# ---- sccb_write_master ----
### Placement density heat map, sccb_write_master

8 x 9 tiles, from white (low) to dark blue (high), 0 to 100% covered.
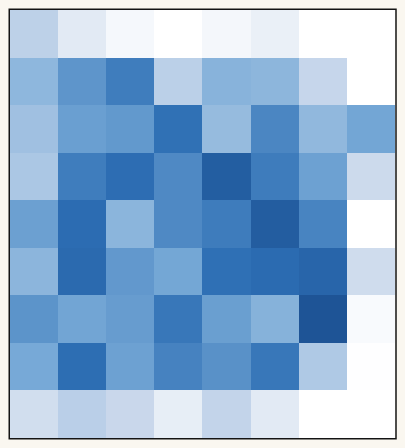
### Cell outlines without signal wires, sccb_write_master

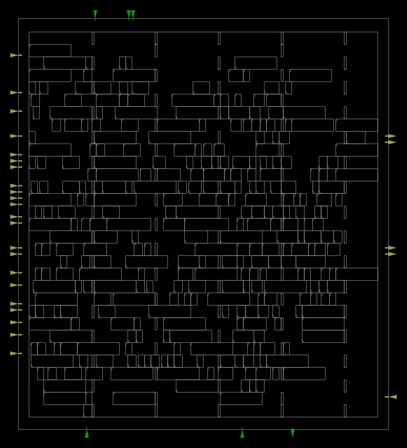
[src/rtl/sccb_pkg.sv]
// Shared constants for the SCCB write master: FSM encodings, frame geometry
// and the default OV5640 write ID.
package sccb_pkg;

  localparam logic [2:0] ST_IDLE  = 3'd0;
  localparam logic [2:0] ST_START = 3'd1;
  localparam logic [2:0] ST_BIT   = 3'd2;
  localparam logic [2:0] ST_STOP  = 3'd3;
  localparam logic [2:0] ST_GAP   = 3'd4;

  localparam int BITS_PER_BYTE_SLOT = 9;
  localparam int NUM_BYTES          = 4;
  localparam int NUM_SLOTS          = BITS_PER_BYTE_SLOT * NUM_BYTES;
  localparam int START_QTRS         = 2;
  localparam int BIT_QTRS           = 4;
  localparam int STOP_QTRS          = 3;
  localparam int GAP_QTRS           = 4;

  localparam logic [7:0] DEFAULT_DEV_ADDR = 8'h78;

  // Index of the final quarter of each bus phase.
  function automatic logic [1:0] last_qtr(input logic [2:0] st);
    case (st)
      ST_START: last_qtr = 2'(START_QTRS - 1);
      ST_BIT:   last_qtr = 2'(BIT_QTRS - 1);
      ST_STOP:  last_qtr = 2'(STOP_QTRS - 1);
      ST_GAP:   last_qtr = 2'(GAP_QTRS - 1);
      default:  last_qtr = 2'd3;
    endcase
  endfunction

endpackage

[src/rtl/sccb_qtr_tick.sv]
// Quarter-period timebase: divides clk_sys by QTR_DIV and tracks which quarter
// of the current bus phase is active.
module sccb_qtr_tick #(
  parameter int QTR_DIV = 125
) (
  input  logic       clk_sys,
  input  logic       reset_n,
  input  logic       en_i,
  input  logic       clr_i,
  output logic       tick_o,
  output logic [1:0] qtr_o
);

  localparam int CW = (QTR_DIV > 1) ? $clog2(QTR_DIV) : 1;

  logic [CW-1:0] div_q, div_d;
  logic [1:0]    qtr_q, qtr_d;

  assign tick_o = en_i & (div_q == CW'(QTR_DIV - 1));
  assign qtr_o  = qtr_q;

  // Clear wins over tick so a phase change restarts both divider and quarter.
  always_comb begin
    div_d = div_q;
    qtr_d = qtr_q;
    if (clr_i) begin
      div_d = '0;
      qtr_d = '0;
    end else if (tick_o) begin
      div_d = '0;
      qtr_d = qtr_q + 2'd1;
    end else if (en_i) begin
      div_d = div_q + CW'(1);
    end
  end

  always_ff @(posedge clk_sys or negedge reset_n) begin
    if (!reset_n) begin
      div_q <= '0;
      qtr_q <= '0;
    end else begin
      div_q <= div_d;
      qtr_q <= qtr_d;
    end
  end

endmodule

[src/rtl/sccb_write_master.sv]
// SCCB 3-phase write master: one start strobe sends {ID, addr hi, addr lo, data}
// on open-drain SCL/SDA (oe=1 pulls the line low), then reports done/nack.
module sccb_write_master
  import sccb_pkg::*;
#(
  parameter int         CLK_FREQ_HZ = 50_000_000,
  parameter int         SCL_FREQ_HZ = 100_000,
  parameter logic [7:0] DEV_ADDR    = DEFAULT_DEV_ADDR,
  parameter int         QTR_DIV     = CLK_FREQ_HZ / (4 * SCL_FREQ_HZ)
) (
  input  logic        clk_sys,
  input  logic        reset_n,
  input  logic        start,
  input  logic [15:0] address,
  input  logic [7:0]  data,
  output logic        ready,
  output logic        done,
  output logic        nack,
  output logic        sccb_scl_oe,
  output logic        sccb_sda_oe,
  input  logic        sccb_sda_in
);

  logic [2:0]  state_q, state_d;
  logic [31:0] shreg_q, shreg_d;
  logic [5:0]  bit_q, bit_d;
  logic [3:0]  bib_q, bib_d;
  logic        scl_q, scl_d, sda_q, sda_d;
  logic        done_q, done_d;
  logic        nack_q, nack_d;
  logic        flag_q, flag_d;
  logic [1:0]  sync_q;
  logic        tick, accept, at_last, qclr, ninth;
  logic [1:0]  qtr, qtr_n;

  // Pin drive for a given phase/quarter, returned as {scl_oe, sda_oe}.
  function automatic logic [1:0] pins(input logic [2:0] st, input logic [1:0] q,
                                      input logic nb, input logic b);
    case (st)
      ST_START: pins = {q == 2'd1, 1'b1};
      ST_BIT:   pins = {q < 2'd2, ~nb & ~b};
      ST_STOP:  pins = {q == 2'd0, q != 2'd2};
      default:  pins = 2'b00;
    endcase
  endfunction

  sccb_qtr_tick #(.QTR_DIV(QTR_DIV)) u_tick (
    .clk_sys (clk_sys),
    .reset_n (reset_n),
    .en_i    (state_q != ST_IDLE),
    .clr_i   (qclr),
    .tick_o  (tick),
    .qtr_o   (qtr)
  );

  assign accept  = start & (state_q == ST_IDLE);
  assign at_last = (qtr == last_qtr(state_q));
  assign qclr    = accept | (tick & at_last);
  assign qtr_n   = (tick & ~at_last) ? qtr + 2'd1 : 2'd0;
  assign ninth   = (bib_q == 4'(BITS_PER_BYTE_SLOT - 1));

  always_comb begin
    state_d = state_q;
    shreg_d = shreg_q;
    bit_d   = bit_q;
    bib_d   = bib_q;
    flag_d  = flag_q;
    nack_d  = nack_q;
    done_d  = 1'b0;
    scl_d   = scl_q;
    sda_d   = sda_q;
    if (accept) begin
      state_d = ST_START;
      shreg_d = {DEV_ADDR, address, data};
      bit_d   = '0;
      bib_d   = '0;
    end else if (tick) begin
      case (state_q)
        ST_START: if (at_last) begin
          state_d = ST_BIT;
          bit_d   = '0;
          bib_d   = '0;
        end
        ST_BIT: begin
          if (ninth && qtr == 2'd2 && sync_q[1])
            flag_d = 1'b1;
          if (at_last) begin
            // Ninth bits carry no payload, so the shifter holds across them.
            if (!ninth)
              shreg_d = {shreg_q[30:0], 1'b0};
            if (bit_q == 6'(NUM_SLOTS - 1)) begin
              state_d = ST_STOP;
            end else begin
              bit_d = bit_q + 6'd1;
              bib_d = ninth ? 4'd0 : bib_q + 4'd1;
            end
          end
        end
        ST_STOP: if (at_last) state_d = ST_GAP;
        ST_GAP: if (at_last) begin
          state_d = ST_IDLE;
          done_d  = 1'b1;
          nack_d  = flag_q;
          flag_d  = 1'b0;
        end
        default: state_d = ST_IDLE;
      endcase
    end
    if (accept | tick)
      {scl_d, sda_d} = pins(state_d, qtr_n, bib_d == 4'(BITS_PER_BYTE_SLOT - 1), shreg_d[31]);
  end

  always_ff @(posedge clk_sys or negedge reset_n) begin
    if (!reset_n) begin
      state_q <= ST_IDLE;
      shreg_q <= '0;
      bit_q   <= '0;
      bib_q   <= '0;
      flag_q  <= 1'b0;
      nack_q  <= 1'b0;
      done_q  <= 1'b0;
      scl_q   <= 1'b0;
      sda_q   <= 1'b0;
      sync_q  <= 2'b11;
    end else begin
      state_q <= state_d;
      shreg_q <= shreg_d;
      bit_q   <= bit_d;
      bib_q   <= bib_d;
      flag_q  <= flag_d;
      nack_q  <= nack_d;
      done_q  <= done_d;
      scl_q   <= scl_d;
      sda_q   <= sda_d;
      sync_q  <= {sync_q[0], sccb_sda_in};
    end
  end

  assign ready       = (state_q == ST_IDLE) & ~start;
  assign done        = done_q;
  assign nack        = nack_q;
  assign sccb_scl_oe = scl_q;
  assign sccb_sda_oe = sda_q;

endmodule

[config.mk]
export PLATFORM = sky130hd
export DESIGN_NAME = sccb_write_master
export DESIGN_NICKNAME = d
export VERILOG_FILES = /design/src/rtl/sccb_pkg.sv /design/src/rtl/sccb_qtr_tick.sv /design/src/rtl/sccb_write_master.sv
export SDC_FILE = /design/constraint.sdc
export NUM_CORES = 1
export LEC_CHECK = 0
export CORE_AREA = 2 2 79 88
export DETAILED_ROUTE_END_ITERATION = 6
export DIE_AREA = 0 0 81 90
export DONT_BUFFER_PORTS = 1
export GPL_ROUTABILITY_DRIVEN = 0
export PLACE_DENSITY = 0.64
export SYNTH_ARGS = -nofsm -noshare
export SYNTH_HDL_FRONTEND = slang
export SYNTH_SLANG_ARGS = --single-unit
[constraint.sdc]
create_clock -name clk_sys -period 4.1 [get_ports clk_sys]
set_clock_uncertainty 0.1 [all_clocks]
set_input_delay 0.82 -clock clk_sys [delete_from_list [all_inputs] [get_ports clk_sys]]
set_output_delay 0.82 -clock clk_sys [all_outputs]
set_load 0.03 [all_outputs]
==> qor.txt <==
cycle use final = 69.2%
bufs w/o clock = 2
share of layout cells above drive strength 1 = 9.60%
final hold vios = 0
post_cts resized = 0
Worst Setup EP = ready
PwrDens = 413 nW/µm²
antenna-violating nets left = 0
remaining global-route overflow = 0
CTS root buffer = clkbuf_8
largest net degree at the start of global routing = 62
initial antenna violation count = 0
worst hold path type = input pin to async pin
CTS tree = done
Gate Count Post-Synth = 321
fraction of registers with async set/reset = 100%
worst path cell trace = nor3_2 > nand2b_1 > inv_1
max reg flops = 32
MUX area fraction = 8.43%
Final setup viols = 0
count of tool warnings = 28
leakage power = 0.00133 µW
Cell Type Count = 51
M1 GR Usage = 24.4%
area grow syn2layout = 6.62%
GRT busiest layer = met2
R2R Path Start = state_q[1]$_DFF_PN0_
RSZ-0062 raised after global routing = false
CP Data Arrival Time = 1.92 ns
RR Endpoint = shreg_q[5]$_DFFE_PN0P_
sequential cell area share = 46.2%
Mapped Area = 3100 µm²
CTS Buf Count = 9
simple share = 18.9%
cell taking the most area after synthesis = dfrtp_1
wire per inst = 14.5 µm
CTS H-tree depth = 3
clock tree buffer depth = 2
most common flop cell mapped by yosys = dfrtp_1
Fillers = 620
MaxCap Viol Count = 0
Setup Crit Path Kind = register to primary output
Fmax = 0.352 GHz
Syn Nets = 355
latest clock arrival within the worst-skew pair = 0.33 ns
Final TNS setup = 0 ns
Die Ht = 90 µm
run status = finished, final reports clean
GRT Util Overall = 17.6%
invs w/o clock = 13
Yosys reg bits = 61
vias in the first global route = 2181
yosys cell count = 321
Chip Area, Yosys = 3100 µm²
Chip Area = 7290 µm²
clk sinks = 61
clock transition at the registers of the reported paths = 0.07 ns
Hold-fix buffers, CTS = 0
Adders+Majority by Area = 2.42%
final WL = 5860 µm
Post-synth EDFFs = 0
Ys Warns = 0
logic share of the area = 43.7%
top cell category = flip-flops and latches
About 'Placement density heat map' of sccb_write_master:
mean over tiles = 44%
tiles over 75% full = 13%
fullest tile = 85%
densest ninth of the die = centre
nearly empty tiles = 11%
share of the core filled with cells: 51.4%
core footprint: 6440 µm²
Initial Utilization: 48.2%

About 'Cell outlines without signal wires' of sccb_write_master:
flop count: 61
n_taps: 82

-- metal layers --
metal  routed length [µm]  share of wire, %
met2                 2680                46
met1                 2670                46
met3                  417               7.1
met4                   87               1.5
met5                    0                 0
-- metrics by stage --
step / setup WS (ns) / instance area (µm²) / cells / power [µW] / util [%]
final: 1.26 / 3310 / 405 / 1370 / 51.4
after floorplan: 1.92 / 3100 / 321 / 885 / -
after detailed placement: 1.31 / 3140 / 390 / 925 / 48.8
after global routing: 1.03 / 3310 / 405 / 1450 / 51.4
after CTS: 1.27 / 3310 / 405 / 1380 / 51.4
after global placement: 1.33 / 3140 / 390 / 919 / 48.8
-- cells in the mapped netlist (2+ instances only) --
library cell,number
nor3_2,2
o21ai_1,3
a41o_1,4
clkbuf_1,6
ha_1,6
o31ai_1,3
xor2_1,6
nor2b_1,4
and3_1,2
buf_2,3
nand3_1,9
dfstp_2,2
dfrtp_1,59
nand4_1,7
buf_4,5
and2_1,3
nand3b_1,2
a31oi_1,3
o21ai_0,36
nand2_1,60
nor3_1,2
inv_1,13
mux2i_1,25
nor2_1,18
a21oi_1,11
o2111ai_1,2
-- report_power, final --
group	switching (µW)	internal, µW
clock network	222	230
logic	89.2	76.3
registers	69.1	679
total	380	985

# ---- cycle_walker_flat ----
## config.mk

```make
export PLATFORM = sky130hd
export DESIGN_NAME = cycle_walker_flat
export DESIGN_NICKNAME = d
export VERILOG_FILES = /design/src/rtl/cycle_walker_if.sv /design/src/rtl/cycle_walker.sv /design/src/flat_wrapper.sv
export SDC_FILE = /design/constraint.sdc
export NUM_CORES = 1
export LEC_CHECK = 0
export CORE_ASPECT_RATIO = 1.2
export CORE_MARGIN = 4
export CORE_UTILIZATION = 40
export DETAILED_ROUTE_END_ITERATION = 6
export MAX_ROUTING_LAYER = met4
export PLACE_DENSITY = 0.77
export SLEW_MARGIN = 20
export SYNTH_ARGS = -nofsm -noshare
export SYNTH_HDL_FRONTEND = slang
export SYNTH_SLANG_ARGS = --single-unit
```

## constraint.sdc

```tcl
create_clock -name clk -period 5.05 [get_ports clk]
set_clock_uncertainty 0.2 [all_clocks]
set_input_delay 0.7575 -clock clk [delete_from_list [all_inputs] [get_ports clk]]
set_output_delay 0.7575 -clock clk [all_outputs]
set_load 0.02 [all_outputs]
```

## src/rtl/cycle_walker_if.sv

```systemverilog
// ---------------------------------------------------------------------------
// cycle_walker_if
//   Bundles the two bus-style connections of cycle_walker:
//     * vertex-memory read port : vm_addr (walker -> memory),
//                                 vm_q    (memory -> walker, 1-cycle latency)
//     * cycle vertex stream     : out_valid / out_vert / out_last (walker ->
//                                 consumer), out_ready (consumer -> walker)
//   master modport : the walker side.
//   slave modport  : the memory / downstream consumer side.
// ---------------------------------------------------------------------------
interface cycle_walker_if #(
  parameter int ADDR_W  = 4,
  parameter int ENTRY_W = 36
);
  logic [ADDR_W-1:0]  vm_addr;
  logic [ENTRY_W-1:0] vm_q;
  logic               out_valid;
  logic               out_ready;
  logic [ADDR_W-1:0]  out_vert;
  logic               out_last;

  modport master (
    output vm_addr,
    input  vm_q,
    output out_valid,
    input  out_ready,
    output out_vert,
    output out_last
  );

  modport slave (
    input  vm_addr,
    output vm_q,
    input  out_valid,
    output out_ready,
    input  out_vert,
    input  out_last
  );
endinterface

```

## src/rtl/cycle_walker.sv

```systemverilog
// ---------------------------------------------------------------------------
// cycle_walker
//   Walks the predecessor pointers left in the vertex memory by the
//   Bellman-Ford / cycle-detect container and streams the vertices of the
//   negative (arbitrage) cycle over a valid/ready port, then reports the
//   cycle length.
//
//   Operation:
//     1. Rewind: follow pred NUM_VERTS times from start_vert. Whatever vertex
//        is reached is guaranteed to sit on the cycle; it becomes the anchor.
//     2. Trace: for every cycle vertex, read its pred first, then emit it,
//        so out_last (pred == anchor) is known at emission time.
//     3. One cycle after the last handshake, done pulses with cyc_len.
//
//   Optional feature (macro CYCLE_TRADE_ORDER_EN):
//     Traced vertices are pushed into a NUM_VERTS-deep LIFO and popped after
//     the cycle closes, giving trade order (pred -> succ followed forward);
//     the anchor is popped last and carries out_last.
//     With the macro undefined vertices stream in predecessor order.
//
//   Ports:
//     clk        : clock
//     reset      : synchronous, active-high reset
//     start      : one-cycle pulse, begin a walk (ignored while busy and in
//                  the done cycle)
//     start_vert : flagged vertex, sampled when start is accepted
//     bus        : cycle_walker_if.master (vm_addr/vm_q read port,
//                  out_valid/out_ready/out_vert/out_last stream)
//     busy       : walk in progress
//     done       : one-cycle pulse after the final handshake
//     cyc_len    : cycle length, valid with done, held until next start
// ---------------------------------------------------------------------------
module cycle_walker #(
  parameter int ADDR_W   = 4,
  parameter int ENTRY_W  = 36,
  parameter int PRED_LSB = 0
) (
  input  logic              clk,
  input  logic              reset,
  input  logic              start,
  input  logic [ADDR_W-1:0] start_vert,
  cycle_walker_if.master    bus,
  output logic              busy,
  output logic              done,
  output logic [ADDR_W:0]   cyc_len
);

  localparam int NUM_VERTS = 2 ** ADDR_W;
  // Highest value of the rewind step counter; the pred read at this step is
  // the NUM_VERTS-th one.
  localparam logic [ADDR_W:0] STEP_LAST = (ADDR_W + 1)'(NUM_VERTS - 1);
  // Traced-vertex count at which the current vertex would be the
  // NUM_VERTS-th one; closure is forced there to survive corrupt pred data.
  localparam logic [ADDR_W:0] LEN_SAT   = (ADDR_W + 1)'(NUM_VERTS - 1);

  typedef enum logic [2:0] {
    IDLE    = 3'd0,
    RW_RD   = 3'd1,
    RW_WAIT = 3'd2,
    TR_RD   = 3'd3,
    TR_WAIT = 3'd4,
    EMIT    = 3'd5,
    FIN     = 3'd6
  } state_t;

  state_t            state_r;
  logic [ADDR_W-1:0] cur_r;
  logic [ADDR_W-1:0] anchor_r;
  logic [ADDR_W:0]   len_r;
  logic [ADDR_W:0]   step_r;
  logic [ADDR_W-1:0] vm_addr_r;
  logic              out_valid_r;
  logic [ADDR_W-1:0] out_vert_r;
  logic              out_last_r;
  logic              busy_r;
  logic              done_r;
  logic [ADDR_W:0]   cyc_len_r;

`ifdef CYCLE_TRADE_ORDER_EN
  // LIFO of traced vertices (all except the closing one, which is emitted
  // straight away as the first pop).
  logic [ADDR_W-1:0] lifo_r [NUM_VERTS];
  logic [ADDR_W-1:0] sp_r;
  logic [ADDR_W-1:0] sp_dec_s;
`else
  // pred of the vertex being emitted; becomes cur after the handshake.
  logic [ADDR_W-1:0] nxt_r;
`endif

  logic [ADDR_W-1:0] pred_s;
  logic              close_s;

  assign pred_s  = bus.vm_q[PRED_LSB +: ADDR_W];
  assign close_s = (pred_s == anchor_r) || (len_r == LEN_SAT);

`ifdef CYCLE_TRADE_ORDER_EN
  assign sp_dec_s = sp_r - ADDR_W'(1);
`endif

  assign bus.vm_addr   = vm_addr_r;
  assign bus.out_valid = out_valid_r;
  assign bus.out_vert  = out_vert_r;
  assign bus.out_last  = out_last_r;
  assign busy          = busy_r;
  assign done          = done_r;
  assign cyc_len       = cyc_len_r;

  // Walker FSM: rewind, trace, emit, and all registered outputs.
  always_ff @(posedge clk) begin
    if (reset) begin
      state_r     <= IDLE;
      cur_r       <= '0;
      anchor_r    <= '0;
      len_r       <= '0;
      step_r      <= '0;
      vm_addr_r   <= '0;
      out_valid_r <= 1'b0;
      out_vert_r  <= '0;
      out_last_r  <= 1'b0;
      busy_r      <= 1'b0;
      done_r      <= 1'b0;
      cyc_len_r   <= '0;
`ifdef CYCLE_TRADE_ORDER_EN
      sp_r        <= '0;
      for (int i = 0; i < NUM_VERTS; i++) begin
        lifo_r[i] <= '0;
      end
`else
      nxt_r       <= '0;
`endif
    end else begin
      // done is a single-cycle pulse; only the final handshake raises it.
      done_r <= 1'b0;

      case (state_r)
        IDLE: begin
          if (start) begin
            cur_r     <= start_vert;
            vm_addr_r <= start_vert;
            step_r    <= '0;
            busy_r    <= 1'b1;
            state_r   <= RW_RD;
          end else begin
            state_r   <= IDLE;
          end
        end

        // vm_addr already holds cur; memory answers next cycle.
        RW_RD: begin
          state_r <= RW_WAIT;
        end

        RW_WAIT: begin
          cur_r     <= pred_s;
          vm_addr_r <= pred_s;
          step_r    <= step_r + (ADDR_W + 1)'(1);
          if (step_r == STEP_LAST) begin
            // After NUM_VERTS steps cur is on the cycle: fix the anchor.
            anchor_r <= pred_s;
            len_r    <= '0;
`ifdef CYCLE_TRADE_ORDER_EN
            sp_r     <= '0;
`endif
            state_r  <= TR_RD;
          end else begin
            state_r  <= RW_RD;
          end
        end

        TR_RD: begin
          state_r <= TR_WAIT;
        end

`ifdef CYCLE_TRADE_ORDER_EN
        TR_WAIT: begin
          len_r <= len_r + (ADDR_W + 1)'(1);
          if (close_s) begin
            // Closing vertex is the top of the trade-order stream; the
            // anchor sits at the bottom of the LIFO (or is cur itself).
            out_valid_r <= 1'b1;
            out_vert_r  <= cur_r;
            out_last_r  <= (sp_r == '0);
            state_r     <= EMIT;
          end else begin
            lifo_r[sp_r] <= cur_r;
            sp_r         <= sp_r + ADDR_W'(1);
            cur_r        <= pred_s;
            vm_addr_r    <= pred_s;
            state_r      <= TR_RD;
          end
        end

        EMIT: begin
          if (bus.out_ready) begin
            if (out_last_r) begin
              out_valid_r <= 1'b0;
              out_last_r  <= 1'b0;
              cyc_len_r   <= len_r;
              done_r      <= 1'b1;
              busy_r      <= 1'b0;
              state_r     <= FIN;
            end else begin
              out_vert_r  <= lifo_r[sp_dec_s];
              out_last_r  <= (sp_r == ADDR_W'(1));
              sp_r        <= sp_dec_s;
              state_r     <= EMIT;
            end
          end else begin
            state_r <= EMIT;
          end
        end
`else
        TR_WAIT: begin
          nxt_r       <= pred_s;
          out_valid_r <= 1'b1;
          out_vert_r  <= cur_r;
          out_last_r  <= close_s;
          state_r     <= EMIT;
        end

        EMIT: begin
          if (bus.out_ready) begin
            out_valid_r <= 1'b0;
            len_r       <= len_r + (ADDR_W + 1)'(1);
            if (out_last_r) begin
              out_last_r <= 1'b0;
              cyc_len_r  <= len_r + (ADDR_W + 1)'(1);
              done_r     <= 1'b1;
              busy_r     <= 1'b0;
              state_r    <= FIN;
            end else begin
              cur_r      <= nxt_r;
              vm_addr_r  <= nxt_r;
              state_r    <= TR_RD;
            end
          end else begin
            state_r <= EMIT;
          end
        end
`endif

        // done cycle: start is not sampled here.
        FIN: begin
          state_r <= IDLE;
        end

        default: begin
          state_r     <= IDLE;
          busy_r      <= 1'b0;
          out_valid_r <= 1'b0;
          out_last_r  <= 1'b0;
        end
      endcase
    end
  end

endmodule
```

## src/flat_wrapper.sv

```systemverilog
// flat-port wrapper written by rule: the top's interface ports become plain ports
module cycle_walker_flat 
#(
  parameter int ADDR_W   = 4,
  parameter int ENTRY_W  = 36,
  parameter int PRED_LSB = 0
)
  (clk, reset, start, start_vert, busy, done, cyc_len, bus_vm_addr, bus_vm_q, bus_out_valid, bus_out_ready, bus_out_vert, bus_out_last);
  cycle_walker_if #(.ADDR_W(ADDR_W), .ENTRY_W(ENTRY_W)) bus_i ();
  input  logic clk;
  input  logic reset;
  input  logic start;
  input  logic [ADDR_W-1:0] start_vert;
  output logic busy;
  output logic done;
  output logic [ADDR_W:0] cyc_len;
  output wire logic [$bits(bus_i.vm_addr)-1:0] bus_vm_addr;
  input wire logic [$bits(bus_i.vm_q)-1:0] bus_vm_q;
  output wire logic [$bits(bus_i.out_valid)-1:0] bus_out_valid;
  input wire logic [$bits(bus_i.out_ready)-1:0] bus_out_ready;
  output wire logic [$bits(bus_i.out_vert)-1:0] bus_out_vert;
  output wire logic [$bits(bus_i.out_last)-1:0] bus_out_last;
  assign bus_vm_addr = bus_i.vm_addr;
  assign bus_i.vm_q = bus_vm_q;
  assign bus_out_valid = bus_i.out_valid;
  assign bus_i.out_ready = bus_out_ready;
  assign bus_out_vert = bus_i.out_vert;
  assign bus_out_last = bus_i.out_last;
  cycle_walker #(.ADDR_W(ADDR_W), .ENTRY_W(ENTRY_W), .PRED_LSB(PRED_LSB)) u_core (.clk(clk), .reset(reset), .start(start), .start_vert(start_vert), .bus(bus_i), .busy(busy), .done(done), .cyc_len(cyc_len));
endmodule
```

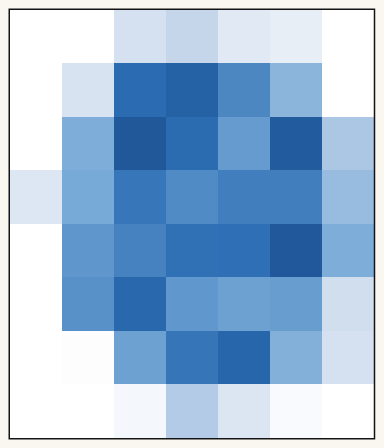
*Placement density heat map, cycle_walker_flat*
7 x 8 tiles, from white (low) to dark blue (high), 0 to 100% covered.
fullest tile = 84%
tiles over 75% full = 14%
mean over tiles = 39%
emptiest ninth of the die = lower left
share of the core filled with cells: 53.5%
core footprint: 4070 µm²
Initial Utilization: 42.6%

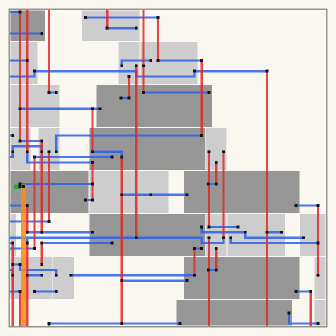
*Zoomed window, cycle_walker_flat*
Window x 41 to 61, y 50 to 70 µm. Cells in grey, sequential cells in the stronger grey; small squares are vias.
green -> M3
orange -> M4
blue -> M1
red -> M2
netlist names of flops here include = u_core.bus.out_vert (3), u_core.cur_r (3)
sequential cells in the window = 7
cells with their middle in the window = 19
most frequent = dfxtp_1 (7), nor2_1 (6)

==> qor.txt <==
Ys Warns = 0
most common flop cell mapped by yosys = dfxtp_1
switching power = 158 µW
WHS Endpoint = u_core.bus.out_valid$_SDFFE_PP0P_
n_taps = 54
group drawing the most power = sequential cells
Setup Crit Path Kind = input pin to register
run status = finished, final reports clean
Setup Buffers After CTS = 0
Hold-fix buffers, CTS = 0
yosys cell count = 195
MaxCap Viol Count = 0
Slew Viols, Final = 0
Final TNS setup = 0 ns
final WL = 3570 µm
Rel. slew slack = 55.7%
port buffer count = 28
worst hold path type = register to register
logic area = 906 µm²
Ant. Diodes = 0
highest routed layer = met4
Yosys reg bits = 38
storage element area = 761 µm²
DR WL met3 = 115 µm
Final Power = 714 µW
Nets = 269
PwrDens = 328 nW/µm²
Req. time, crit path = 5.04 ns
largest net degree at the start of global routing = 39
count of clock buffers in the final design = 6
Synth top area share = 44.0%
via count = 1464
Net Sw Frac = 22.1%
Setup crit start kind = input pin
Post-Syn Area per Cell = 8.87 µm²
Cell Int Power = 556 µW
R2R Path Start = u_core.state_r[0]$_SDFF_PP0_
fraction of registers with async set/reset = 0%
Chip Area = 5450 µm²
R2R cell count = 4
Chip Area, Yosys = 1730 µm²
GR Util met3 = 2.94%
RR Endpoint = u_core.cur_r[2]$_SDFFE_PP0P_
CP max FO = 8
first-pass GRT wire length = 5880 µm
clk pwr = 316 µW
MUX area fraction = 7.52%
biggest area cells = dfxtp_1, nor2_1, mux2i_1
Power Sequential = 322 µW
Final Wtd Congestion = 0.835
hpwl dp = 2510 µm
I/O pins = 61
initial antenna violation count = 0
Starting DRT DRC Count = 71
top cell category = logic gates
Via-to-Cell Ratio = 5.30
minimum clock period = 2.39 ns
final hold vios = 0
Adders+Majority by Area = 2.89%
Synth Seq Share = 44.0%
bufs w/o clock = 29
Mapped Area = 1730 µm²
==> cell usage after synthesis (all sizes together) (2+ instances only) <==
cell type,count
mux2i,13
nand3,4
a32oi,3
and3,2
clkbuf,5
o21ai,10
nand2b,4
a22o,3
a22oi,2
a211oi,5
inv,3
xor2,5
a311oi,3
buf,5
nor2,41
nand3b,4
ha,4
dfxtp,38
nand2,9
a21oi,14
nor2b,3
==> critical path, stage by stage <==
cell and delay, ns:
clkdlybuf4s50_1 0.58, nand4b_1 0.27, o32ai_2 0.41, nor2_1 0.09, a311oi_1 0.28
==> layout by cell type, fill, tap and decap left out, types with 2 or more instances in the layout <==
cell	count
nand3b_1	4
xor2_1	5
nand3_1	4
nor2b_1	3
nand2b_1	4
clkbuf_8	6
a22o_1	3
a32oi_1	3
a211oi_1	5
inv_1	3
bufinv_16	2
nand2_1	9
nor2_1	40
clkdlybuf4s50_1	28
mux2i_1	13
a21oi_1	14
o21ai_0	10
dfxtp_1	38
a311oi_1	3
a22oi_1	2
and3_1	2
ha_1	4

# ---- stage_mem ----
==> config.mk <==
export PLATFORM = sky130hd
export DESIGN_NAME = stage_mem
export DESIGN_NICKNAME = d
export VERILOG_FILES = /design/src/rtl/stage_mem.sv
export SDC_FILE = /design/constraint.sdc
export NUM_CORES = 1
export LEC_CHECK = 0
export CAP_MARGIN = 15
export CORE_ASPECT_RATIO = 0.5
export CORE_MARGIN = 2
export CORE_UTILIZATION = 49
export DETAILED_ROUTE_END_ITERATION = 7
export HOLD_SLACK_MARGIN = 0.15
export PLACE_DENSITY = 0.81
export SETUP_SLACK_MARGIN = 0.1
export SKIP_LAST_GASP = 1
export SLEW_MARGIN = 20
export SYNTH_ARGS = -nofsm -noshare
export SYNTH_HDL_FRONTEND = slang
export SYNTH_SLANG_ARGS = --single-unit
==> constraint.sdc <==
create_clock -name clk -period 2.85 [get_ports clk]
set_input_delay 0.57 -clock clk [delete_from_list [all_inputs] [get_ports clk]]
set_output_delay 0.57 -clock clk [all_outputs]
set_load 0.02 [all_outputs]
==> src/rtl/stage_mem.sv <==
// MEM pipeline stage: accepts one instruction at a time and runs loads/stores
// over a single-beat request/ack data bus. Results go out through registered WB outputs.
module stage_mem #(
   parameter int TIMEOUT = 255
) (
   input  logic        clk,
   input  logic        rst,
   input  logic        in_valid,
   input  logic [6:0]  opcode,
   input  logic [2:0]  funct3,
   input  logic        mem_read,
   input  logic        mem_write,
   input  logic        mem_to_reg,
   input  logic        reg_write,
   input  logic [4:0]  rd,
   input  logic [31:0] alu_out_data,
   input  logic [31:0] rs2_data,
   input  logic [31:0] plusOffset_data,
   input  logic [31:0] imm,
   input  logic [31:0] plusFour_data,
   output logic        mem_stall,
   output logic        dmem_req,
   output logic        dmem_we,
   output logic [31:0] dmem_addr,
   output logic [3:0]  dmem_be,
   output logic [31:0] dmem_wdata,
   input  logic        dmem_ack,
   input  logic [31:0] dmem_rdata,
   output logic        wb_valid,
   output logic [6:0]  wb_opcode,
   output logic        wb_mem_to_reg,
   output logic        wb_reg_write,
   output logic [4:0]  wb_rd,
   output logic [31:0] wb_plusOffset_data,
   output logic [31:0] wb_imm,
   output logic [31:0] wb_plusFour_data,
   output logic [31:0] wb_alu_out_data,
   output logic [31:0] wb_mem_data,
   output logic        mem_err
);

   localparam logic [0:0] ST_IDLE = 1'b0;
   localparam logic [0:0] ST_WAIT = 1'b1;
   // Counter only has to reach TIMEOUT-1: the expiring cycle is the last WAIT cycle.
   localparam int CW = (TIMEOUT > 2) ? $clog2(TIMEOUT) : 1;

   logic [0:0]    r_state;
   logic [CW-1:0] r_cnt;

   logic [2:0]    r_funct3;
   logic [1:0]    r_addr_lo;
   logic          r_is_store;
   logic [6:0]    r_opcode;
   logic          r_mem_to_reg;
   logic          r_reg_write;
   logic [4:0]    r_rd;
   logic [31:0]   r_alu;
   logic [31:0]   r_plusOffset;
   logic [31:0]   r_imm;
   logic [31:0]   r_plusFour;

   logic          r_dmem_req;
   logic          r_dmem_we;
   logic [31:0]   r_dmem_addr;
   logic [3:0]    r_dmem_be;
   logic [31:0]   r_dmem_wdata;

   logic          r_wb_valid;
   logic [6:0]    r_wb_opcode;
   logic          r_wb_mem_to_reg;
   logic          r_wb_reg_write;
   logic [4:0]    r_wb_rd;
   logic [31:0]   r_wb_plusOffset;
   logic [31:0]   r_wb_imm;
   logic [31:0]   r_wb_plusFour;
   logic [31:0]   r_wb_alu;
   logic [31:0]   r_wb_mem_data;
   logic          r_mem_err;

   logic          w_is_load;
   logic          w_is_store;
   logic          w_ld_ok;
   logic          w_st_ok;
   logic          w_misalign;
   logic          w_bad;
   logic          w_go;
   logic          w_timeout;
   logic [3:0]    w_st_be;
   logic [31:0]   w_st_wdata;
   logic [7:0]    w_byte;
   logic [15:0]   w_half;
   logic [31:0]   w_ld_data;

   assign w_is_load  = mem_read & ~mem_write;
   assign w_is_store = mem_write & ~mem_read;
   assign w_st_ok    = ~funct3[2] & (funct3[1:0] != 2'b11);
   assign w_misalign = ((funct3[1:0] == 2'b01) & alu_out_data[0])
                     | ((funct3[1:0] == 2'b10) & (alu_out_data[1:0] != 2'b00));
   assign w_bad      = (mem_read & mem_write)
                     | (w_is_load  & (~w_ld_ok | w_misalign))
                     | (w_is_store & (~w_st_ok | w_misalign));
   assign w_go       = (w_is_load | w_is_store) & ~w_bad;
   assign w_timeout  = (r_cnt == CW'(TIMEOUT - 1));

   always_comb begin
      w_ld_ok = 1'b0;
      case (funct3)
         3'b000, 3'b001, 3'b010, 3'b100, 3'b101: w_ld_ok = 1'b1;
         default:                                w_ld_ok = 1'b0;
      endcase
   end

   always_comb begin
      w_st_be    = 4'hF;
      w_st_wdata = rs2_data;
      case (funct3[1:0])
         2'b00: begin
            w_st_be    = 4'b0001 << alu_out_data[1:0];
            w_st_wdata = {4{rs2_data[7:0]}};
         end
         2'b01: begin
            w_st_be    = alu_out_data[1] ? 4'b1100 : 4'b0011;
            w_st_wdata = {2{rs2_data[15:0]}};
         end
         default: begin
            w_st_be    = 4'hF;
            w_st_wdata = rs2_data;
         end
      endcase
   end

   // Lane extraction uses the latched address/width, since upstream may change during WAIT.
   always_comb begin
      w_byte = dmem_rdata[7:0];
      case (r_addr_lo)
         2'd0:    w_byte = dmem_rdata[7:0];
         2'd1:    w_byte = dmem_rdata[15:8];
         2'd2:    w_byte = dmem_rdata[23:16];
         default: w_byte = dmem_rdata[31:24];
      endcase
      w_half    = r_addr_lo[1] ? dmem_rdata[31:16] : dmem_rdata[15:0];
      w_ld_data = dmem_rdata;
      case (r_funct3)
         3'b000:  w_ld_data = {{24{w_byte[7]}}, w_byte};
         3'b100:  w_ld_data = {24'b0, w_byte};
         3'b001:  w_ld_data = {{16{w_half[15]}}, w_half};
         3'b101:  w_ld_data = {16'b0, w_half};
         default: w_ld_data = dmem_rdata;
      endcase
   end

   always_ff @(posedge clk) begin
      if (rst) begin
         r_state         <= ST_IDLE;
         r_cnt           <= '0;
         r_funct3        <= '0;
         r_addr_lo       <= '0;
         r_is_store      <= 1'b0;
         r_opcode        <= '0;
         r_mem_to_reg    <= 1'b0;
         r_reg_write     <= 1'b0;
         r_rd            <= '0;
         r_alu           <= '0;
         r_plusOffset    <= '0;
         r_imm           <= '0;
         r_plusFour      <= '0;
         r_dmem_req      <= 1'b0;
         r_dmem_we       <= 1'b0;
         r_dmem_addr     <= '0;
         r_dmem_be       <= '0;
         r_dmem_wdata    <= '0;
         r_wb_valid      <= 1'b0;
         r_wb_opcode     <= '0;
         r_wb_mem_to_reg <= 1'b0;
         r_wb_reg_write  <= 1'b0;
         r_wb_rd         <= '0;
         r_wb_plusOffset <= '0;
         r_wb_imm        <= '0;
         r_wb_plusFour   <= '0;
         r_wb_alu        <= '0;
         r_wb_mem_data   <= '0;
         r_mem_err       <= 1'b0;
      end else begin
         r_wb_valid <= 1'b0;
         r_mem_err  <= 1'b0;
         if (r_state == ST_IDLE) begin
            if (in_valid) begin
               r_funct3     <= funct3;
               r_addr_lo    <= alu_out_data[1:0];
               r_is_store   <= w_is_store;
               r_opcode     <= opcode;
               r_mem_to_reg <= mem_to_reg;
               r_reg_write  <= reg_write;
               r_rd         <= rd;
               r_alu        <= alu_out_data;
               r_plusOffset <= plusOffset_data;
               r_imm        <= imm;
               r_plusFour   <= plusFour_data;
               if (w_go) begin
                  r_state      <= ST_WAIT;
                  r_cnt        <= '0;
                  r_dmem_req   <= 1'b1;
                  r_dmem_we    <= w_is_store;
                  r_dmem_addr  <= {alu_out_data[31:2], 2'b00};
                  r_dmem_be    <= w_is_store ? w_st_be : 4'hF;
                  r_dmem_wdata <= w_is_store ? w_st_wdata : 32'h0;
               end else begin
                  // Non-memory ops and rejected memory ops retire straight away.
                  r_wb_valid      <= 1'b1;
                  r_mem_err       <= w_bad;
                  r_wb_opcode     <= opcode;
                  r_wb_mem_to_reg <= mem_to_reg;
                  r_wb_reg_write  <= reg_write & ~w_bad;
                  r_wb_rd         <= rd;
                  r_wb_plusOffset <= plusOffset_data;
                  r_wb_imm        <= imm;
                  r_wb_plusFour   <= plusFour_data;
                  r_wb_alu        <= alu_out_data;
                  r_wb_mem_data   <= 32'h0;
               end
            end
         end else begin
            // An ack in the expiring cycle wins over the timeout.
            if (dmem_ack || w_timeout) begin
               r_state         <= ST_IDLE;
               r_dmem_req      <= 1'b0;
               r_dmem_we       <= 1'b0;
               r_dmem_be       <= 4'h0;
               r_wb_valid      <= 1'b1;
               r_mem_err       <= ~dmem_ack;
               r_wb_opcode     <= r_opcode;
               r_wb_mem_to_reg <= r_mem_to_reg;
               r_wb_reg_write  <= r_reg_write & ~r_is_store & dmem_ack;
               r_wb_rd         <= r_rd;
               r_wb_plusOffset <= r_plusOffset;
               r_wb_imm        <= r_imm;
               r_wb_plusFour   <= r_plusFour;
               r_wb_alu        <= r_alu;
               r_wb_mem_data   <= (dmem_ack & ~r_is_store) ? w_ld_data : 32'h0;
            end else begin
               r_cnt <= r_cnt + CW'(1);
            end
         end
      end
   end

   assign mem_stall          = (r_state == ST_WAIT);
   assign dmem_req           = r_dmem_req;
   assign dmem_we            = r_dmem_we;
   assign dmem_addr          = r_dmem_addr;
   assign dmem_be            = r_dmem_be;
   assign dmem_wdata         = r_dmem_wdata;
   assign wb_valid           = r_wb_valid;
   assign wb_opcode          = r_wb_opcode;
   assign wb_mem_to_reg      = r_wb_mem_to_reg;
   assign wb_reg_write       = r_wb_reg_write;
   assign wb_rd              = r_wb_rd;
   assign wb_plusOffset_data = r_wb_plusOffset;
   assign wb_imm             = r_wb_imm;
   assign wb_plusFour_data   = r_wb_plusFour;
   assign wb_alu_out_data    = r_wb_alu;
   assign wb_mem_data        = r_wb_mem_data;
   assign mem_err            = r_mem_err;

endmodule

==> qor.txt <==
run status = finished, final reports clean
port buffer count = 459
RR Endpoint = wb_plusOffset_data[31]$_SDFFE_PP0P_
Ant. Diodes = 3
multi-input combinational cell count = 1243
Synth Seq Share = 47.1%
logic share of the area = 35.5%
count of tool warnings = 33
invs w/o clock = 8
clock tree buffer depth = 3
Fmax = 0.402 GHz
share of the core filled with cells = 68.1%
Worst path max stage delay = 0.73 ns
RSZ-0062 raised after global routing = false
post_cts resized = 0
Via-to-Cell Ratio = 5.77
count of clock buffers in the final design = 52
PwrDens = 615 nW/µm²
top cell category = logic gates
Initial Utilization = 49.5%
clock transition at the registers of the reported paths = 0.07 ns
worst path cell trace = clkdlybuf4s50_1
per-layer routing:
metal,global-route usage [%],part of all wire [%],vias up
met5,0,0,-
met4,11.0,4.1,0
met3,4.63,5.0,131
met2,48.0,48,474
met1,37.4,43,7619
li1,-,-,7393
where the power goes:
part	switching, µW	internal, µW	total, µW
combinational	1560	1350	2910
clock	2200	2990	5190
sequential	248	6000	6250
total	4010	10300	14400
cell families after synthesis:
| family | after synthesis |
|---|---|
| simple gates | 466 |
| fa+ha+maj | 5 |
| mux | 175 |
| compound gates | 594 |
| flops | 399 |
| xor+xnor | 1 |
| other cells | 1 |
| buf+inv | 194 |
worst max-delay path by stage:
stage / from / cells past startpoint / end
4_1_cts: mem_stall$_SDFF_PP0_ / 1 / mem_stall
5_1_grt: mem_stall$_SDFF_PP0_ / 1 / mem_stall
3_3_place_gp: mem_read / 9 / wb_mem_data[28]$_SDFFE_PP0P_
3_5_place_dp: mem_read / 9 / wb_mem_data[20]$_SDFFE_PP0P_
2_1_floorplan: mem_read / 9 / wb_imm[11]$_SDFFE_PP0P_
6_report: mem_stall$_SDFF_PP0_ / 1 / mem_stall
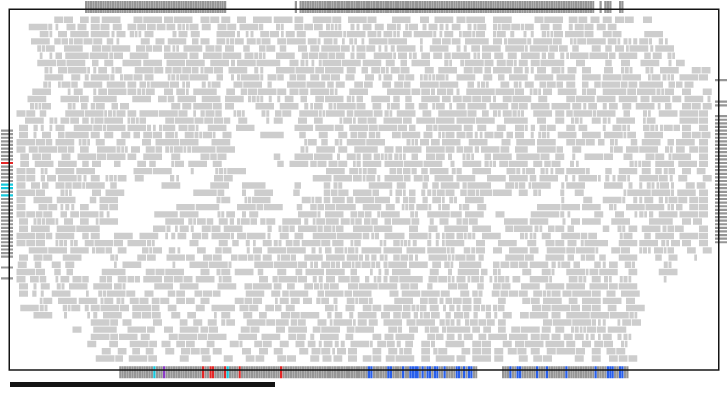
*Pin placement, stage_mem*
Bar = 100 µm. Pins as bars across the die edge, other pins in grey.
purple -> mem_to_reg  # pins 1, direction input, edge bottom
cyan -> wb_rd  # pins 5, direction output, edge 3 left, 2 bottom
red -> opcode  # pins 7, direction input, edge 6 bottom, 1 left
blue -> dmem_rdata  # pins 32, direction input, edge bottom
all pins by edge = 199 bottom, 186 top, 39 right, 38 left
Die Ht: 136 µm
chip width: 267 µm


# ---- bcd_adder ----
### Cell sizes after repair, bcd_adder

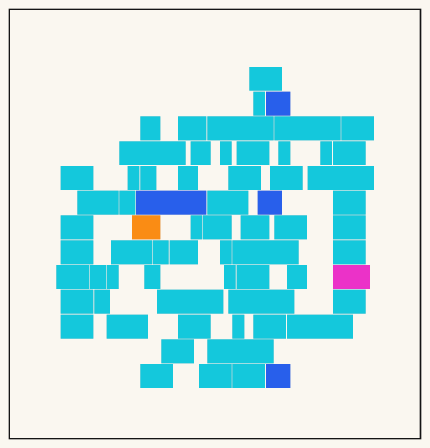
### Zoomed window, bcd_adder

Window x 24 to 44, y 25 to 45 µm. Cells in grey, sequential cells in the stronger grey; small squares are vias.
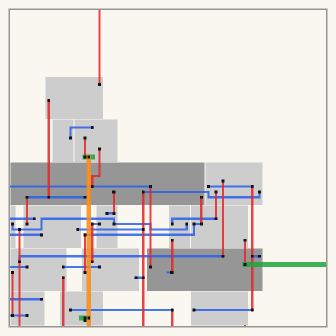
### Pin placement, bcd_adder

Bar = 10 µm. Pins as bars across the die edge, other pins in grey.
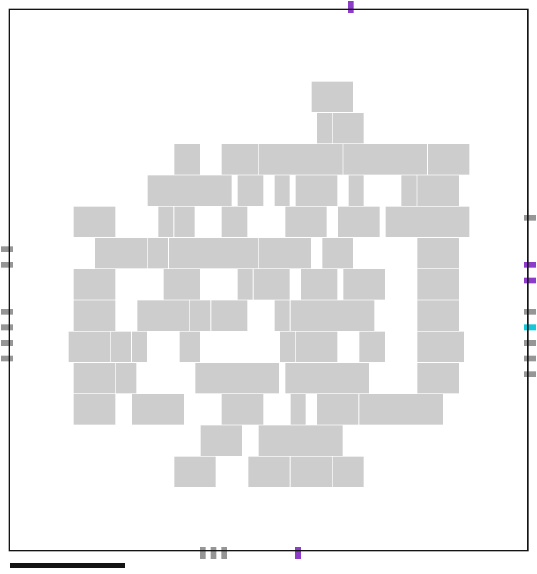
**src/rtl/bcd_pkg.sv**
```systemverilog
// Shared constants and types for the packed-BCD adder datapath.
// Digit width, largest legal digit value and the decimal correction term.
package bcd_pkg;

    localparam int BCD_W    = 4;
    localparam int BCD_MAX  = 9;
    localparam int BCD_CORR = 6;

    typedef logic [BCD_W-1:0] bcd_digit_t;

    // True when a 4-bit code is not a legal decimal digit (10..15).
    function automatic logic is_bad_digit(input bcd_digit_t d);
        return d > bcd_digit_t'(BCD_MAX);
    endfunction

endpackage

```
**src/rtl/bcd_adder_digit_add.sv**
```systemverilog
// Combinational single-digit decimal adder with +6 correction.
// Non-BCD digits follow the same rule and are flagged through bad_digit.
module bcd_digit_add
    import bcd_pkg::*;
(
    input  bcd_digit_t a,
    input  bcd_digit_t b,
    input  logic       cin,
    output bcd_digit_t digit,
    output logic       cout,
    output logic       bad_digit
);

    logic [BCD_W:0] z;

    // Worst case 15+15+1 = 31 fits in five bits; the correction wraps mod 16.
    always_comb begin
        z         = {1'b0, a} + {1'b0, b} + {{BCD_W{1'b0}}, cin};
        digit     = z[BCD_W-1:0];
        cout      = 1'b0;
        bad_digit = is_bad_digit(a) | is_bad_digit(b);
        if (z > (BCD_W+1)'(BCD_MAX)) begin
            digit = z[BCD_W-1:0] + bcd_digit_t'(BCD_CORR);
            cout  = 1'b1;
        end
    end

endmodule

```
**src/rtl/bcd_adder.sv**
```systemverilog
// Registered N-digit packed-BCD adder: ripple of digit adders, one output register stage.
// Results and flags hold their last value while no new operation is accepted.
module bcd_adder
    import bcd_pkg::*;
#(
    parameter int DIGITS = 1
) (
    input  logic                    clk,
    input  logic                    rst,
    input  logic                    in_valid,
    input  logic [BCD_W*DIGITS-1:0] a,
    input  logic [BCD_W*DIGITS-1:0] b,
    input  logic                    carry_in,
    output logic                    out_valid,
    output logic [BCD_W*DIGITS-1:0] sum,
    output logic                    carry,
    output logic                    invalid
);

    logic [DIGITS:0]             chain;
    logic [BCD_W*DIGITS-1:0]     digit_sum;
    logic [DIGITS-1:0]           bad;

    assign chain[0] = carry_in;

    // Digit 0 sits in the low nibble; carries ripple toward the high digits.
    for (genvar i = 0; i < DIGITS; i++) begin : g_digit
        bcd_digit_add u_digit (
            .a         (a[i*BCD_W +: BCD_W]),
            .b         (b[i*BCD_W +: BCD_W]),
            .cin       (chain[i]),
            .digit     (digit_sum[i*BCD_W +: BCD_W]),
            .cout      (chain[i+1]),
            .bad_digit (bad[i])
        );
    end

    always_ff @(posedge clk) begin
        if (rst) begin
            out_valid <= 1'b0;
            sum       <= '0;
            carry     <= 1'b0;
            invalid   <= 1'b0;
        end else begin
            out_valid <= in_valid;
            if (in_valid) begin
                sum     <= digit_sum;
                carry   <= chain[DIGITS];
                invalid <= |bad;
            end
        end
    end

endmodule

```
**config.mk**
```make
export PLATFORM = sky130hd
export DESIGN_NAME = bcd_adder
export DESIGN_NICKNAME = d
export VERILOG_FILES = /design/src/rtl/bcd_pkg.sv /design/src/rtl/bcd_adder_digit_add.sv /design/src/rtl/bcd_adder.sv
export SDC_FILE = /design/constraint.sdc
export NUM_CORES = 1
export LEC_CHECK = 0
export CORE_AREA = 4 4 41 43
export DETAILED_ROUTE_END_ITERATION = 10
export DIE_AREA = 0 0 45 47
export GPL_TIMING_DRIVEN = 0
export PLACE_DENSITY = 0.73
export SLEW_MARGIN = 20
export SYNTH_ARGS = -nofsm -noshare
export SYNTH_HDL_FRONTEND = slang
export SYNTH_HIERARCHICAL = 1
export SYNTH_SLANG_ARGS = --single-unit
```
**constraint.sdc**
```tcl
create_clock -name clk -period 4.2 [get_ports clk]
set_input_delay 0.63 -clock clk [delete_from_list [all_inputs] [get_ports clk]]
set_output_delay 0.63 -clock clk [all_outputs]
set_load 0.005 [all_outputs]
```
==> qor.txt <==
Final Wtd Congestion = 0.691
via count = 412
Req. time, crit path = 4.39 ns
simple share = 10.8%
count of tool warnings = 26
final WL = 905 µm
worst hold path type = register to register
Hold Crit Start = sum[3]$_SDFFE_PP0P_
I/O pins = 19
cycle use final = 75.5%
Commonest Layout Cell = clkdlybuf4s50_1
switching power = 66.0 µW
Rel. slew slack = 76.0%
Fmax = 0.315 GHz
worst path cell trace = clkdlybuf4s50_1 > fa_1 > fa_1 > xnor2_1 > ha_1 > a31o_1 > o31ai_4 > mux2i_1 > mux2i_1 > nor2_1
instance area at placement = 654 µm²
Cell Type Count = 19
initial antenna violation count = 0
run status = finished, final reports clean
Final setup viols = 0
Non-Filler Instances = 82
antenna-violating nets left = 0
Power Combinational = 90.8 µW
MaxCap Viol Count = 0
DR pass1 iterations = 2
Comb pwr share = 39.6%
clock tree buffer depth = 2
About 'Cell sizes after repair' of bcd_adder:
cyan -> x1 and smaller  # cells 61, share 91%, most used clkdlybuf4s50_1
orange -> x2  # cells 1, share 1.5%, most used a21o_2
blue -> x3 and x4  # cells 4, share 6.0%, most used clkbuf_4
magenta -> x6 and larger  # cells 1, share 1.5%, most used buf_6
bufs w/o clock: 18
area grow syn2layout: 46.2%
setup ws final: 1.03 ns
Design Area, Final: 681 µm²

About 'Zoomed window' of bcd_adder:
green -> M3
blue -> M1
red -> M2
orange -> M4
cells with their middle in the window = 15
sequential cells in the window = 3
most frequent = mux2i_1 (4), dfxtp_1 (3), clkdlybuf4s50_1 (3)
netlist names of flops here include = sum (2), carry (1)

About 'Pin placement' of bcd_adder:
cyan -> clk  # pins 1, direction input, edge right
purple -> sum  # pins 4, direction output, edge 2 right, 1 bottom, 1 top
all pins by edge = 8 right, 6 left, 4 bottom, 1 top
Die Ht: 47 µm
port buffer count: 17
chip width: 45 µm

final cells by class:
class / instances / share of cell area, %
Clock buffer: 4 / 3.86
Inverter: 2 / 1.10
Tap cell: 15 / 2.76
Multi-Input combinational cell: 36 / 45.0
Timing Repair Buffer: 17 / 25.0
Sequential cell: 7 / 20.6
Buffer: 1 / 1.65
cells in the mapped netlist, drive strengths merged:
cell type	n	area (µm²)
o21ai	2	10.0
o31ai	1	21.3
o22ai	1	6.26
fa	2	40.0
a31o	1	8.76
dfxtp	7	140
inv	2	7.51
xnor2	2	17.5
a21oi	3	15.0
buf	1	11.3
nand2	1	3.75
and3	1	6.26
nor2	6	22.5
a21o	1	8.76
mux2i	7	70.1
nand3	1	5.00
ha	4	50.1
a2111oi	1	8.76
nor2b	2	12.5
metal layers:
| layer | global-route usage (%) | wire length, µm | vias up |
|---|---|---|---|
| met5 | 0 | 0 | - |
| met1 | 8.05 | 351 | 186 |
| met4 | 10.5 | 29 | 0 |
| met3 | 1.15 | 73 | 3 |
| met2 | 18.4 | 451 | 17 |
| li1 | - | - | 206 |
state kept, by name (all words and copies together) (netlist names):
signal and count:
sum 4, carry 1, invalid 1, out_valid 1


==> gallery <==
Cell outlines without signal wires.
picture 1
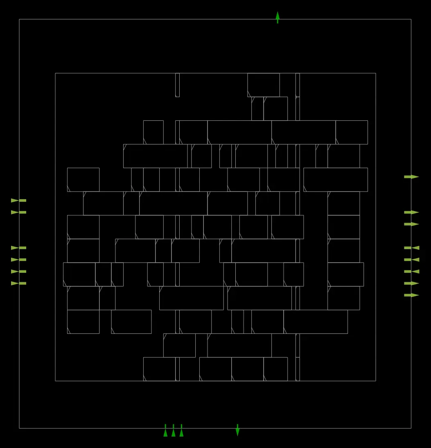
picture 2
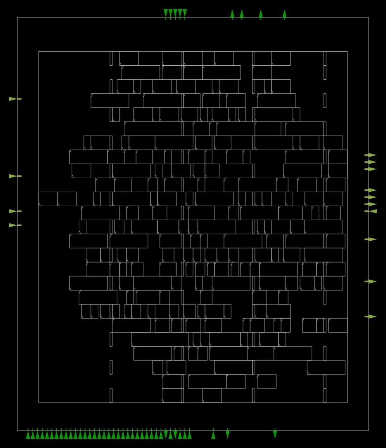
picture 3
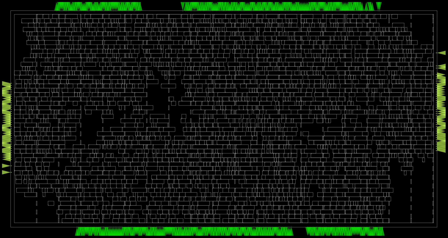
Picture 3 comes from stage_mem.
Picture 1 comes from bcd_adder.
Picture 2 comes from cycle_walker_flat.
- fewest cells: picture 1

Power figures rest on the tool's default switching activity, not on a simulated workload.
